######## gate_sequencer_flat ########
Figure 1. A small window of the routed layout (gate_sequencer_flat).
Window x 46 to 71, y 7 to 32 um. Cells in gray, sequential cells in the stronger gray; small squares are vias.
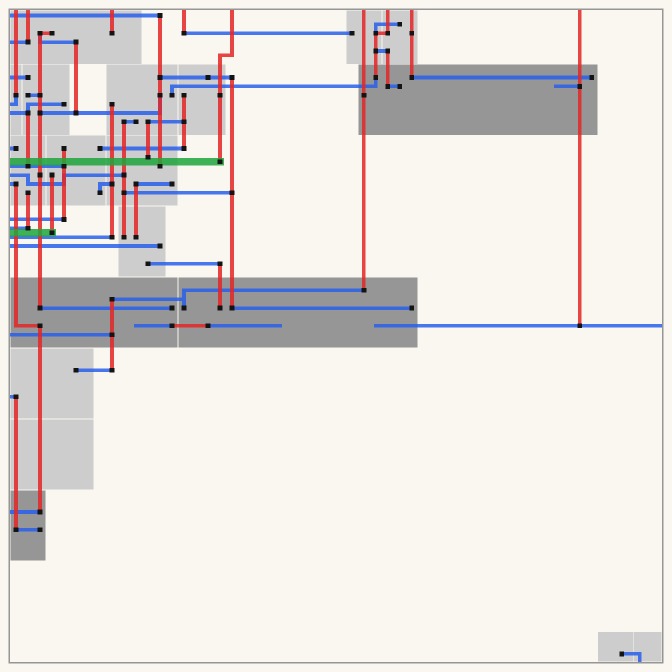

**config.mk**
```make
export PLATFORM = sky130hd
export DESIGN_NAME = gate_sequencer_flat
export DESIGN_NICKNAME = d
export VERILOG_FILES = /design/src/rtl/gate_sequencer_if.sv /design/src/rtl/gate_sequencer.sv /design/src/flat_wrapper.sv
export SDC_FILE = /design/constraint.sdc
export NUM_CORES = 1
export LEC_CHECK = 0
export CORE_MARGIN = 1
export CORE_UTILIZATION = 40
export CTS_CLUSTER_SIZE = 20
export DETAILED_ROUTE_END_ITERATION = 7
export SLEW_MARGIN = 20
export SYNTH_ARGS = -nofsm -noshare
export SYNTH_HDL_FRONTEND = slang
export SYNTH_SLANG_ARGS = --single-unit
```
**constraint.sdc**
```tcl
create_clock -name clk_i -period 2.8 [get_ports clk_i]
set_clock_uncertainty 0.1 [all_clocks]
set_input_delay 0.56 -clock clk_i [delete_from_list [all_inputs] [get_ports clk_i]]
set_output_delay 0.56 -clock clk_i [all_outputs]
set_load 0.01 [all_outputs]
```
**src/rtl/gate_sequencer_if.sv**
```systemverilog
// gate_sequencer_if: front-panel and datapath signals of the frequency-meter gate sequencer.
`default_nettype none

interface gate_sequencer_if;
  logic       start;
  logic [1:0] range;
  logic       ovf;
  logic       cnt_clr;
  logic       en;
  logic       latch;
  logic       busy;
  logic       err;

  modport master (
    output start, range, ovf,
    input  cnt_clr, en, latch, busy, err
  );

  modport slave (
    input  start, range, ovf,
    output cnt_clr, en, latch, busy, err
  );
endinterface

`default_nettype wire

```
**src/rtl/gate_sequencer.sv**
```systemverilog
// gate_sequencer: CLEAR -> GATE -> LATCH -> HOLD measurement sequencer for the frequency meter.
// All outputs are registers updated on state transitions, so none depends combinationally on inputs.
`default_nettype none

module gate_sequencer #(
  parameter int GATE_LEN = 50_000_000,
  parameter int CLR_LEN  = 2,
  parameter int HOLD_LEN = 25_000_000,
  parameter int TMR_W    = 26
) (
  input  logic             clk_i,
  input  logic             clr_i,
  gate_sequencer_if.slave  bus
);

  typedef enum logic [2:0] {
    S_IDLE  = 3'd0,
    S_CLEAR = 3'd1,
    S_GATE  = 3'd2,
    S_LATCH = 3'd3,
    S_HOLD  = 3'd4
  } state_t;

  // Reload values are "length - 1": the timer counts down to zero inclusive.
  localparam logic [TMR_W-1:0] C_CLR_LD   = TMR_W'(CLR_LEN - 1);
  localparam logic [TMR_W-1:0] C_HOLD_LD  = TMR_W'(HOLD_LEN - 1);
  localparam logic [TMR_W-1:0] C_GATE_LD0 = TMR_W'(GATE_LEN - 1);
  localparam logic [TMR_W-1:0] C_GATE_LD1 = TMR_W'(GATE_LEN / 10 - 1);
  localparam logic [TMR_W-1:0] C_GATE_LD2 = TMR_W'(GATE_LEN / 100 - 1);

  state_t             state_q;
  logic [TMR_W-1:0]   timer_q;
  logic [1:0]         range_q;
  logic               cnt_clr_q;
  logic               en_q;
  logic               latch_q;
  logic               busy_q;
  logic               err_q;
  logic [TMR_W-1:0]   gate_ld;

  always_comb begin
    gate_ld = C_GATE_LD0;
    unique case (range_q)
      2'd0:    gate_ld = C_GATE_LD0;
      2'd1:    gate_ld = C_GATE_LD1;
      default: gate_ld = C_GATE_LD2;
    endcase
  end

  always_ff @(posedge clk_i or posedge clr_i) begin
    if (clr_i) begin
      state_q   <= S_IDLE;
      timer_q   <= '0;
      range_q   <= 2'd0;
      cnt_clr_q <= 1'b0;
      en_q      <= 1'b0;
      latch_q   <= 1'b0;
      busy_q    <= 1'b0;
      err_q     <= 1'b0;
    end else begin
      unique case (state_q)
        S_IDLE: begin
          if (bus.start) begin
            state_q   <= S_CLEAR;
            timer_q   <= C_CLR_LD;
            range_q   <= bus.range;
            cnt_clr_q <= 1'b1;
            busy_q    <= 1'b1;
            err_q     <= 1'b0;
          end
        end
        S_CLEAR: begin
          if (timer_q == '0) begin
            state_q   <= S_GATE;
            timer_q   <= gate_ld;
            cnt_clr_q <= 1'b0;
            en_q      <= 1'b1;
          end else begin
            timer_q <= timer_q - 1'b1;
          end
        end
        S_GATE: begin
          // Overflow cuts the gate short at the same edge it is seen.
          if (bus.ovf || (timer_q == '0)) begin
            state_q <= S_LATCH;
            timer_q <= '0;
            en_q    <= 1'b0;
            latch_q <= 1'b1;
            if (bus.ovf) begin
              err_q <= 1'b1;
            end
          end else begin
            timer_q <= timer_q - 1'b1;
          end
        end
        S_LATCH: begin
          state_q <= S_HOLD;
          timer_q <= C_HOLD_LD;
          latch_q <= 1'b0;
        end
        S_HOLD: begin
          if (timer_q == '0) begin
            if (bus.start) begin
              state_q   <= S_CLEAR;
              timer_q   <= C_CLR_LD;
              range_q   <= bus.range;
              cnt_clr_q <= 1'b1;
              err_q     <= 1'b0;
            end else begin
              state_q <= S_IDLE;
              timer_q <= '0;
              busy_q  <= 1'b0;
            end
          end else begin
            timer_q <= timer_q - 1'b1;
          end
        end
        default: begin
          state_q   <= S_IDLE;
          timer_q   <= '0;
          cnt_clr_q <= 1'b0;
          en_q      <= 1'b0;
          latch_q   <= 1'b0;
          busy_q    <= 1'b0;
        end
      endcase
    end
  end

  assign bus.cnt_clr = cnt_clr_q;
  assign bus.en      = en_q;
  assign bus.latch   = latch_q;
  assign bus.busy    = busy_q;
  assign bus.err     = err_q;

endmodule

`default_nettype wire

```
**src/flat_wrapper.sv**
```systemverilog
// flat-port wrapper written by rule: the top's interface ports become plain ports
module gate_sequencer_flat 
#(
  parameter int GATE_LEN = 50_000_000,
  parameter int CLR_LEN  = 2,
  parameter int HOLD_LEN = 25_000_000,
  parameter int TMR_W    = 26
)
  (clk_i, clr_i, bus_start, bus_range, bus_ovf, bus_cnt_clr, bus_en, bus_latch, bus_busy, bus_err);
  gate_sequencer_if bus_i ();
  input  logic clk_i;
  input  logic clr_i;
  input wire logic [$bits(bus_i.start)-1:0] bus_start;
  input wire logic [$bits(bus_i.range)-1:0] bus_range;
  input wire logic [$bits(bus_i.ovf)-1:0] bus_ovf;
  output wire logic [$bits(bus_i.cnt_clr)-1:0] bus_cnt_clr;
  output wire logic [$bits(bus_i.en)-1:0] bus_en;
  output wire logic [$bits(bus_i.latch)-1:0] bus_latch;
  output wire logic [$bits(bus_i.busy)-1:0] bus_busy;
  output wire logic [$bits(bus_i.err)-1:0] bus_err;
  assign bus_i.start = bus_start;
  assign bus_i.range = bus_range;
  assign bus_i.ovf = bus_ovf;
  assign bus_cnt_clr = bus_i.cnt_clr;
  assign bus_en = bus_i.en;
  assign bus_latch = bus_i.latch;
  assign bus_busy = bus_i.busy;
  assign bus_err = bus_i.err;
  gate_sequencer #(.GATE_LEN(GATE_LEN), .CLR_LEN(CLR_LEN), .HOLD_LEN(HOLD_LEN), .TMR_W(TMR_W)) u_core (.clk_i(clk_i), .clr_i(clr_i), .bus(bus_i));
endmodule
```
######## avalon_st_seq_sink ########
$ cat src/rtl/avalon_pkg.sv
// avalon_pkg: shared stream width, 4/5/6 sequence bounds and checker state encoding
package avalon_pkg;
  localparam int DEF_DATA_W = 8;
  localparam logic [7:0] SEQ_FIRST = 8'h04;
  localparam logic [7:0] SEQ_LAST = 8'h06;
  typedef enum logic {HUNT = 1'b0, LOCKED = 1'b1} chk_state_e;
endpackage

$ cat src/rtl/avalon_st_fifo.sv
// avalon_st_fifo: power-of-two circular buffer with registered occupancy count
module avalon_st_fifo #(
  parameter int DATA_W = 8,
  parameter int FIFO_DEPTH = 4
) (
  input  logic              clk,
  input  logic              resetn,
  input  logic              push,
  input  logic              pop,
  input  logic [DATA_W-1:0] wr_data,
  output logic [DATA_W-1:0] rd_data,
  output logic              full,
  output logic              empty
);
  localparam int AW = $clog2(FIFO_DEPTH);
  logic [DATA_W-1:0] mem_q [FIFO_DEPTH];
  logic [AW-1:0] wr_ptr_q, rd_ptr_q;
  logic [AW:0] count_q, count_d;
  logic push_ok, pop_ok;
  assign full = count_q == (AW+1)'(FIFO_DEPTH);
  assign empty = count_q == '0;
  assign push_ok = push & ~full;
  assign pop_ok = pop & ~empty;
  assign rd_data = mem_q[rd_ptr_q];
  // occupancy follows push/pop; simultaneous push and pop leave it unchanged
  always_comb begin
    count_d = count_q;
    if (push_ok && !pop_ok) count_d = count_q + (AW+1)'(1);
    else if (pop_ok && !push_ok) count_d = count_q - (AW+1)'(1);
  end
  // pointers wrap naturally since the depth is a power of two
  always_ff @(posedge clk or negedge resetn) begin
    if (!resetn) begin
      wr_ptr_q <= '0;
      rd_ptr_q <= '0;
      count_q <= '0;
    end else begin
      if (push_ok) wr_ptr_q <= wr_ptr_q + AW'(1);
      if (pop_ok) rd_ptr_q <= rd_ptr_q + AW'(1);
      count_q <= count_d;
    end
  end
  // storage needs no reset: an empty buffer never exposes stale entries
  always_ff @(posedge clk) begin
    if (push_ok) mem_q[wr_ptr_q] <= wr_data;
  end
endmodule

$ cat src/rtl/avalon_st_seq_sink.sv
// avalon_st_seq_sink: buffered Avalon-ST sink with throttled drain and sequence checker
module avalon_st_seq_sink
  import avalon_pkg::*;
#(
  parameter int DATA_W = DEF_DATA_W,
  parameter int FIFO_DEPTH = 4,
  parameter logic [DATA_W-1:0] FIRST_VAL = DATA_W'(SEQ_FIRST),
  parameter logic [DATA_W-1:0] LAST_VAL = DATA_W'(SEQ_LAST),
  parameter int STALL_PERIOD = 0
) (
  input  logic              clk,
  input  logic              resetn,
  input  logic              in_valid,
  output logic              in_ready,
  input  logic [DATA_W-1:0] in_data,
  input  logic              drain_en,
  input  logic              err_clr,
  output logic [15:0]       beat_count,
  output logic [15:0]       err_count,
  output logic              err_flag,
  output logic              locked,
  output logic [DATA_W-1:0] last_data
);
  localparam int TW = $clog2(STALL_PERIOD + 2);
  logic rdy_en_q, full, empty, push, pop;
  logic [DATA_W-1:0] rd_data;
  logic [TW-1:0] throttle_q, throttle_d;
  chk_state_e state_q, state_d;
  logic [DATA_W-1:0] exp_q, exp_d, last_q, last_d;
  logic [15:0] beat_q, beat_d, err_cnt_q, err_cnt_d;
  logic err_flag_q, err_flag_d;
  function automatic logic [DATA_W-1:0] nxt(input logic [DATA_W-1:0] v);
    return v == LAST_VAL ? FIRST_VAL : v + DATA_W'(1);
  endfunction
  assign in_ready = rdy_en_q & ~full;
  assign push = in_valid & in_ready;
  assign pop = drain_en & ~empty & (throttle_q == '0);
  assign beat_count = beat_q;
  assign err_count = err_cnt_q;
  assign err_flag = err_flag_q;
  assign locked = state_q == LOCKED;
  assign last_data = last_q;
  avalon_st_fifo #(.DATA_W(DATA_W), .FIFO_DEPTH(FIFO_DEPTH)) u_fifo (
    .clk(clk), .resetn(resetn), .push(push), .pop(pop), .wr_data(in_data),
    .rd_data(rd_data), .full(full), .empty(empty)
  );
  // throttle and checker next state: match advances, mismatch counts and relocks on FIRST_VAL
  always_comb begin
    throttle_d = throttle_q == TW'(STALL_PERIOD) ? '0 : throttle_q + TW'(1);
    state_d = state_q;
    exp_d = exp_q;
    last_d = last_q;
    beat_d = beat_q;
    err_cnt_d = err_clr ? '0 : err_cnt_q;
    err_flag_d = err_flag_q & ~err_clr;
    if (pop) begin
      last_d = rd_data;
      beat_d = beat_q == 16'hFFFF ? beat_q : beat_q + 16'd1;
      if (state_q == LOCKED && rd_data == exp_q) exp_d = nxt(exp_q);
      else if (rd_data == FIRST_VAL) begin
        state_d = LOCKED;
        exp_d = nxt(FIRST_VAL);
      end else state_d = HUNT;
      if (state_q == LOCKED && rd_data != exp_q) begin
        err_cnt_d = err_clr ? 16'd1 : (err_cnt_q == 16'hFFFF ? err_cnt_q : err_cnt_q + 16'd1);
        err_flag_d = 1'b1;
      end
    end
  end
  // state registers; rdy_en_q holds in_ready low until the first edge after reset release
  always_ff @(posedge clk or negedge resetn) begin
    if (!resetn) begin
      rdy_en_q <= 1'b0;
      throttle_q <= '0;
      state_q <= HUNT;
      exp_q <= FIRST_VAL;
      last_q <= '0;
      beat_q <= '0;
      err_cnt_q <= '0;
      err_flag_q <= 1'b0;
    end else begin
      rdy_en_q <= 1'b1;
      throttle_q <= throttle_d;
      state_q <= state_d;
      exp_q <= exp_d;
      last_q <= last_d;
      beat_q <= beat_d;
      err_cnt_q <= err_cnt_d;
      err_flag_q <= err_flag_d;
    end
  end
endmodule

$ cat config.mk
export PLATFORM = sky130hd
export DESIGN_NAME = avalon_st_seq_sink
export DESIGN_NICKNAME = d
export VERILOG_FILES = /design/src/rtl/avalon_pkg.sv /design/src/rtl/avalon_st_fifo.sv /design/src/rtl/avalon_st_seq_sink.sv
export SDC_FILE = /design/constraint.sdc
export NUM_CORES = 1
export LEC_CHECK = 0
export ABC_AREA = 1
export CELL_PAD_IN_SITES_DETAIL_PLACEMENT = 1
export CELL_PAD_IN_SITES_GLOBAL_PLACEMENT = 1
export CORE_MARGIN = 2
export CORE_UTILIZATION = 46
export DETAILED_ROUTE_END_ITERATION = 8
export PLACE_DENSITY_LB_ADDON = 0.1
export SYNTH_ARGS = -nofsm -noshare
export SYNTH_HDL_FRONTEND = slang
export SYNTH_SLANG_ARGS = --single-unit
export TNS_END_PERCENT = 20
$ cat constraint.sdc
create_clock -name clk -period 5.1 [get_ports clk]
set_clock_uncertainty 0.05 [all_clocks]
set_input_delay 1.53 -clock clk [delete_from_list [all_inputs] [get_ports clk]]
set_output_delay 1.53 -clock clk [all_outputs]
set_load 0.005 [all_outputs]
Figure 2. Power grid (gate_sequencer_flat).
Scale bar: 20 um. Pins as bars on the die edge. Tap cells in gray.
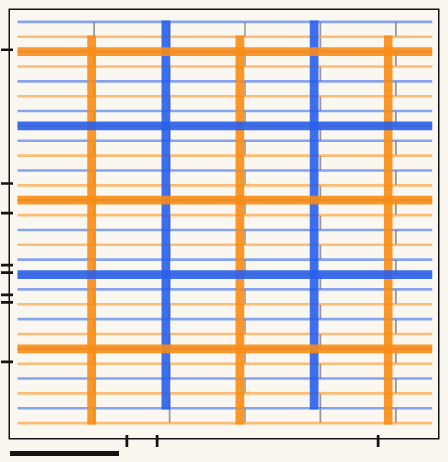
legend:
  blue:
    net: VDD
  orange:
    net: VSS
met5 straps: 5
tap cells: 72
die height: 78.3 um
placeable core area: 5570 sq um
Horiz. Die Dim: 78.3 um
maximum resistive drop on vdd: 0.538 mV

## Picture notes: Figure 1
legend:
  red:
    layer: met2
  green:
    layer: met3
  blue:
    layer: met1
sequential cells in the window: 3
most frequent: dfrtp_1 (3), nand2_1 (2), clkbuf_8 (2)
netlist names of flops here include: u_core.timer_q (3)
cells with their middle in the window: 15

==> run notes, gate_sequencer_flat <==
Notes on the flow run.

- The count of inserted tapcells is 72, for reference.
- The maximum number of pins on one net before global-route repair is 37, for reference.
- The registers reported with the highest flop counts are u_core.timer_q: 26 flops, u_core.state_q: 3 flops, u_core.range_q: 2 flops.
- The clock net in this run drives a total of 36 sinks.
- In this run, synthesis produced a sequential element count of 36.
- The number of clock buffers added by TritonCTS is 5.
- The launch point of the critical path was reported as u_core.timer_q[2].
- The power share of the sequential group is between 30% and 40%, for reference.
- The pin closest to its max-slew limit shows a slew of 0.497 ns.
- TritonRoute reported its final design rule violation total as 0.
- The pre-antenna-repair detailed-routing pass consisted of 4 iterations.
- The run finished with clean final reports.
- The critical path class is flip-flop to flip-flop, for reference.
- The number of hold violations in the final report is 0, for reference.
- The maximum fanout count along the critical path is 11, for reference.
- The most common logic cells in the final layout are 36 x dfrtp_1, 26 x nand2_1, 22 x o21ai_0, 21 x a21oi_1, 20 x nor2_1.
==> gate_sequencer_flat: cells by family (layout without fill, tap and decap cells) <==
kind of cell	count (synthesis)	count (layout)	synth area share, %
flip-flops	36	36	38.6
buffers and inverters	15	37	2.90
multiplexers	3	3	1.40
AND/OR/NAND/NOR	117	117	28.4
AND-OR/OR-AND	92	92	26.4
XOR/XNOR	3	3	1.13
adder cells (fa/ha/maj)	2	2	1.07
==> gate_sequencer_flat: worst register-to-register path, stage by stage (launching register included) <==
cell     delay (ns)
dfrtp_1        0.45
nor4_4         0.50
nand3_1        0.27
o31ai_4        0.45
and2_1         0.30
o21ai_1        0.10
a211o_1        0.31
==> gate_sequencer_flat: Yosys cell counts (all sizes together), types with 5 or more instances <==
cell type / count / share of area [%]
inv: 6 / 0.97
and2: 6 / 1.6
or3: 11 / 3.2
nor2: 21 / 3.5
o31ai: 5 / 2.4
nand2: 27 / 4.5
a21oi: 22 / 4.9
nor4: 7 / 3.7
nor2b: 6 / 1.6
nor3: 11 / 2.6
clkbuf: 5 / 0.81
o211ai: 5 / 1.6
dfrtp: 36 / 39
nand3: 9 / 1.9
o21ai: 29 / 6.2
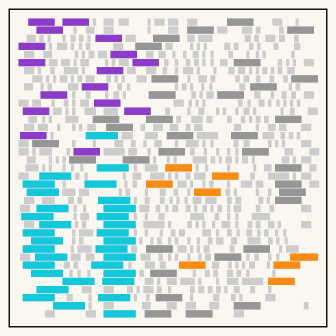
Figure 3: avalon_st_seq_sink, where the registers sit.
Other sequential cells in the stronger gray, the rest of the logic in the fainter gray.
legend:
  purple:
    netlist_name: beat_count
    flops: 16
    where: top left
  orange:
    netlist_name: exp_q
    flops: 8
  cyan:
    netlist_name: u_fifo.mem_q
    flops: 32
not colored: 34
area taken by flip-flops and latches: 2410 sq um
power dissipated in sequential cells: 0.00100 W
fraction of area in registers: 42.8%

==> run notes, avalon_st_seq_sink <==
Notes on the flow run.

- Dividing total power by cell area gives a power density of roughly 410 nW/um^2.
- The area fraction of the largest cell type after synthesis is 29.8%.
- Ranking logic cells in the layout by count gives the top entries 116 x nand2_1, 64 x nand3_1, 57 x dfrtp_1, 54 x clkdlybuf4s50_1, 51 x inv_1.
- The detail route stage leaves a number of antenna-violating nets equal to 0.
- Hold timing on the final database bottoms out at a slack of 0.448 ns.
- Before any placement, the netlist area is recorded as 4790 sq um.
- The commonest cells after synthesis are 116 x nand2_1, 64 x nand3_1, 57 x dfrtp_1, 51 x inv_1, 46 x nor2_1.
- Based on the critical path, the design can be clocked at up to 0.294 GHz.
- Combinational cells consume a total of 0.000791 W.
- Per the synth log, the flip-flop and latch total comes to 90.
- The average instance area after synthesis is 9.09 sq um, for reference.
- In the synthesis report, Yosys lists the chip area as 4790 sq um.
- The post-synthesis cell count is 527, for reference.
- The main area contributors are dfrtp_1 30%, edfxtp_1 20%, nand2_1 9.1%, nand3_1 6.7%, inv_1 4.0%.
- The clock network fraction of design power is 21.6%, for reference.
- The root buffer selected by CTS is clkbuf_8, for reference.
- For this run, asynchronously set or reset flops after synthesis account for about 64%.
- The reported leakage power is 2.43 nW, for reference.
- The run finished with clean final reports.
## avalon_st_seq_sink: metrics by stage
stage / setup slack, ns / instances / total power, W / instance area, sq um
floorplan: 1.76 / 527 / 0.00153 / 4790
global placement: 1.36 / 709 / 0.00178 / 5440
detailed placement: 1.27 / 709 / 0.00181 / 5440
CTS: 1.67 / 725 / 0.00231 / 5630
global route: 1.51 / 725 / 0.00245 / 5630
finish: 1.70 / 725 / 0.00229 / 5630
## avalon_st_seq_sink: layout make-up
| type | count | area share [%] |
|---|---|---|
| clock buffers | 9 | 2.20 |
| clock inverters | 7 | 1.22 |
| inverters | 53 | 3.62 |
| multi-input cells | 371 | 36.9 |
| flip-flops and latches | 90 | 42.8 |
| well taps | 136 | 3.02 |
| repair buffers | 59 | 10.2 |
## avalon_st_seq_sink: worst paths after layout
path	from	to	slack [ns]	cells after the start
setup / recovery	drain_en	beat_count[15]	1.70	11
min in group asynchronous	resetn	last_data[7]	1.18	1
hold reg to reg	last_data[1]	last_data[1]	0.45	2
hold / removal	last_data[1]	last_data[1]	0.45	2
setup reg to reg	u_fifo.rd_ptr_q[0]	err_count[4]	2.46	11
max in group asynchronous	resetn	beat_count[15]	2.94	2

######## apb_cpu_arbiter ########
Figure 4. Where the registers sit (apb_cpu_arbiter).
Other sequential cells in the stronger gray, the rest of the logic in the fainter gray.
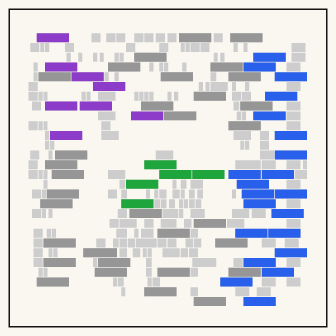
Figure 5. Routed metal, one color a layer (apb_cpu_arbiter).
Only two layers are drawn.
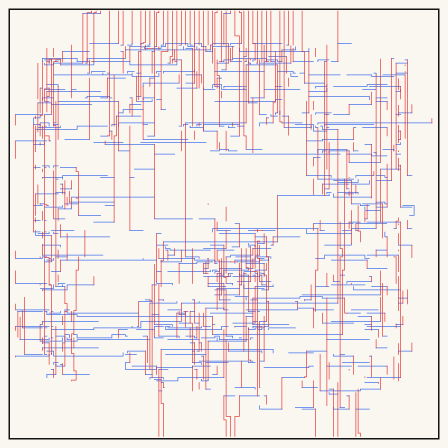
Figure 6. Routing congestion map (apb_cpu_arbiter).
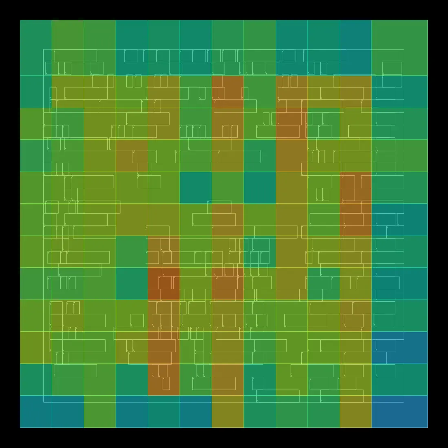
## src/rtl/apb_cpu_arbiter.sv

```systemverilog
// Round-robin arbiter that shares one APB master between NUM_REQ CPU cores.
// It holds the grant until the transfer completes or times out, then spends one DONE cycle.
module apb_cpu_arbiter #(
  parameter int unsigned NUM_REQ     = 2,
  parameter int unsigned ADDR_W      = 8,
  parameter int unsigned DATA_W      = 21,
  parameter int unsigned TIMEOUT_CYC = 16
) (
  input  logic                        clk,
  input  logic                        RESET,
  input  logic [NUM_REQ-1:0]          REQ,
  input  logic [NUM_REQ-1:0]          REQ_WRITE,
  input  logic [NUM_REQ*ADDR_W-1:0]   REQ_ADDR,
  input  logic [NUM_REQ*DATA_W-1:0]   REQ_DATA,
  output logic [NUM_REQ-1:0]          GRANT,
  output logic [NUM_REQ-1:0]          REQ_READY,
  output logic [NUM_REQ-1:0]          REQ_ERR,
  output logic [DATA_W-1:0]           RDATA,
  output logic                        MENABLE,
  output logic                        MWRITE,
  output logic [ADDR_W-1:0]           MADDR,
  output logic [DATA_W-1:0]           MDATA,
  input  logic                        MREADY,
  input  logic [DATA_W-1:0]           MRDATA
);

  localparam int unsigned IDX_W = (NUM_REQ > 1) ? $clog2(NUM_REQ) : 1;
  localparam int unsigned CNT_W = $clog2(TIMEOUT_CYC) + 1;

  typedef enum logic [1:0] {
    ST_IDLE = 2'd0,
    ST_BUSY = 2'd1,
    ST_DONE = 2'd2
  } state_e;

  state_e               state_q, state_d;
  logic [IDX_W-1:0]     last_grant_q, last_grant_d;
  logic [CNT_W-1:0]     cnt_q, cnt_d;
  logic [NUM_REQ-1:0]   grant_q, grant_d;
  logic [NUM_REQ-1:0]   ready_q, ready_d;
  logic [NUM_REQ-1:0]   err_q, err_d;
  logic [DATA_W-1:0]    rdata_q, rdata_d;
  logic                 menable_q, menable_d;
  logic                 mwrite_q, mwrite_d;
  logic [ADDR_W-1:0]    maddr_q, maddr_d;
  logic [DATA_W-1:0]    mdata_q, mdata_d;

  logic [ADDR_W-1:0]    req_addr_a [NUM_REQ];
  logic [DATA_W-1:0]    req_data_a [NUM_REQ];
  logic                 pick_found;
  logic [IDX_W-1:0]     pick_idx;

  // Split the flattened per-core buses into arrays.
  always_comb begin
    for (int i = 0; i < int'(NUM_REQ); i++) begin
      req_addr_a[i] = REQ_ADDR[i*ADDR_W +: ADDR_W];
      req_data_a[i] = REQ_DATA[i*DATA_W +: DATA_W];
    end
  end

  // Round-robin pick: first requester after last_grant, wrapping around.
  always_comb begin
    int cand;
    cand       = 0;
    pick_found = 1'b0;
    pick_idx   = '0;
    for (int k = 1; k <= int'(NUM_REQ); k++) begin
      cand = int'(last_grant_q) + k;
      if (cand >= int'(NUM_REQ)) cand = cand - int'(NUM_REQ);
      if (!pick_found && REQ[cand]) begin
        pick_found = 1'b1;
        pick_idx   = IDX_W'(cand);
      end
    end
  end

  always_comb begin
    state_d      = state_q;
    last_grant_d = last_grant_q;
    cnt_d        = cnt_q;
    grant_d      = grant_q;
    ready_d      = '0;
    err_d        = '0;
    rdata_d      = rdata_q;
    menable_d    = menable_q;
    mwrite_d     = mwrite_q;
    maddr_d      = maddr_q;
    mdata_d      = mdata_q;

    unique case (state_q)
      ST_IDLE: begin
        if (pick_found) begin
          grant_d      = NUM_REQ'(1) << pick_idx;
          menable_d    = 1'b1;
          mwrite_d     = REQ_WRITE[pick_idx];
          maddr_d      = req_addr_a[pick_idx];
          mdata_d      = req_data_a[pick_idx];
          last_grant_d = pick_idx;
          cnt_d        = '0;
          state_d      = ST_BUSY;
        end
      end
      ST_BUSY: begin
        // Completion takes priority over a coincident timeout.
        if (MREADY) begin
          menable_d = 1'b0;
          ready_d   = grant_q;
          if (!mwrite_q) rdata_d = MRDATA;
          state_d   = ST_DONE;
        end else if (cnt_q == CNT_W'(TIMEOUT_CYC - 1)) begin
          menable_d = 1'b0;
          err_d     = grant_q;
          state_d   = ST_DONE;
        end else begin
          cnt_d = cnt_q + CNT_W'(1);
        end
      end
      ST_DONE: begin
        grant_d = '0;
        state_d = ST_IDLE;
      end
      default: begin
        grant_d   = '0;
        menable_d = 1'b0;
        state_d   = ST_IDLE;
      end
    endcase
  end

  always_ff @(posedge clk or posedge RESET) begin
    if (RESET) begin
      state_q      <= ST_IDLE;
      last_grant_q <= IDX_W'(NUM_REQ - 1);
      cnt_q        <= '0;
      grant_q      <= '0;
      ready_q      <= '0;
      err_q        <= '0;
      rdata_q      <= '0;
      menable_q    <= 1'b0;
      mwrite_q     <= 1'b0;
      maddr_q      <= '0;
      mdata_q      <= '0;
    end else begin
      state_q      <= state_d;
      last_grant_q <= last_grant_d;
      cnt_q        <= cnt_d;
      grant_q      <= grant_d;
      ready_q      <= ready_d;
      err_q        <= err_d;
      rdata_q      <= rdata_d;
      menable_q    <= menable_d;
      mwrite_q     <= mwrite_d;
      maddr_q      <= maddr_d;
      mdata_q      <= mdata_d;
    end
  end

  assign GRANT     = grant_q;
  assign REQ_READY = ready_q;
  assign REQ_ERR   = err_q;
  assign RDATA     = rdata_q;
  assign MENABLE   = menable_q;
  assign MWRITE    = mwrite_q;
  assign MADDR     = maddr_q;
  assign MDATA     = mdata_q;

endmodule

```

## config.mk

```make
export PLATFORM = sky130hd
export DESIGN_NAME = apb_cpu_arbiter
export DESIGN_NICKNAME = d
export VERILOG_FILES = /design/src/rtl/apb_cpu_arbiter.sv
export SDC_FILE = /design/constraint.sdc
export NUM_CORES = 1
export LEC_CHECK = 0
export CAP_MARGIN = 20
export CORE_MARGIN = 5
export CORE_UTILIZATION = 45
export DETAILED_ROUTE_END_ITERATION = 8
export DONT_BUFFER_PORTS = 1
export SLEW_MARGIN = 25
export SYNTH_ARGS = -nofsm -noshare
export SYNTH_HDL_FRONTEND = slang
export SYNTH_SLANG_ARGS = --single-unit
```

## constraint.sdc

```tcl
create_clock -name clk -period 2.33 [get_ports clk]
set_input_delay 0.466 -clock clk [delete_from_list [all_inputs] [get_ports clk]]
set_output_delay 0.466 -clock clk [all_outputs]
set_load 0.01 [all_outputs]
```

==> run notes <==
Notes on the flow run.

- The flow ran to the end, and the final reports show no timing, DRC or antenna violations.
- The final antenna diode count is 0, for reference.
- The slowest stage cell on the critical path is dfrtp_1, for reference.
- The synthesized chip area reported by yosys is ~2700 sq um, for reference.
- Derived from the worst setup path, the maximum achievable clock frequency is 0.530 GHz.
- The share of total power in combinational logic is 25.7%, for reference.
- The clock period minus final worst setup slack is about 1.9 ns, for reference.
- The synthesized netlist was found by Yosys to have 240 cells.
- Dividing the synthesized area by the synthesized cell count gives 11.4 sq um.
- The most critical setup path has its startpoint at cnt_q[0].
- In this run the tightest slew margin relative to its limit is 78.3%.
- The first global-routing pass estimated a little under 9 mm of wire.
- The first detailed-routing pass ran for 4 iterations.
- The routed length on met3 is roughly 850 um, for reference.
- In the synthesized netlist, the number of instances is approximately 240.
- The script logs the ratio of routed vias to standard cells as 5.51.
- The final instance area is 3020 sq um, for reference.
- The library cells used most frequently in the layout, excluding fill and tap cells, are 65 x dfrtp_1, 63 x nand2_1, 30 x a22oi_1, 21 x mux2_2, 10 x clkbuf_8.
- Setup repair after global routing left no endpoint under its margin.
- The total number of clock tree sinks is around 66, for reference.
- The wire-length estimate of the detail-placed layout is 4.38 mm.
- The post-synthesis compound-gate area fraction is 10.8%, for reference.
Notes on Figure 4 above:
legend:
  purple:
    netlist_name: MADDR
    flops: 8
    where: top left
  green:
    netlist_name: cnt_q
    flops: 5
    where: middle
  blue:
    netlist_name: RDATA
    flops: 21
fraction of area in registers: 54.8%
share of the core filled with cells in the final layout: 51.0%

Notes on Figure 5 above:
legend:
  blue:
    layer: met1
    wire_length: 2,280 um
  red:
    layer: met2
    wire_length: 2,680 um
WL/cell: 17.9 um
global-route total usage across every layer: 14.7%
Detailed Route WL: 5.89 mm
routed vias: 1,808

Notes on Figure 6 above:
highest-utilization routing layer at the global route stage: met2
met1 Track Usage GR: 18.5%
GR met3 Demand/Resource: 5.83%

[layout make-up]
| type | instances | area (sq um) | share of cell area, % |
|---|---|---|---|
| inverters | 4 | 15.0 | 0.498 |
| multi-input cells | 158 | 1000 | 33.2 |
| repair buffers | 9 | 82.6 | 2.74 |
| clock buffers | 11 | 141 | 4.68 |
| flip-flops and latches | 66 | 1650 | 54.8 |
| clock inverters | 5 | 30.0 | 0.995 |
| well taps | 75 | 93.8 | 3.11 |
[how the worst max path moves through the flow]
stage                           to  cells past startpoint
final                     cnt_q[3]                      6
after global routing      cnt_q[3]                      6
after CTS                 cnt_q[3]                      6
after detailed placement  cnt_q[3]                      6
after global placement    cnt_q[3]                      6
after floorplan           GRANT[0]                      1
[power by group through the flow]
stage / Clock, W / Combinational (W) / Sequential (W)
after detailed placement: 0 / 0.00111 / 0.00233
after floorplan: 0 / 0.000924 / 0.00218
after global placement: 0 / 0.00107 / 0.00232
after CTS: 0.000861 / 0.00111 / 0.00232
final: 0.000833 / 0.00108 / 0.00230
after global routing: 0.000910 / 0.00125 / 0.00237

No activity file was given, so power comes from the tool's default toggle rates.
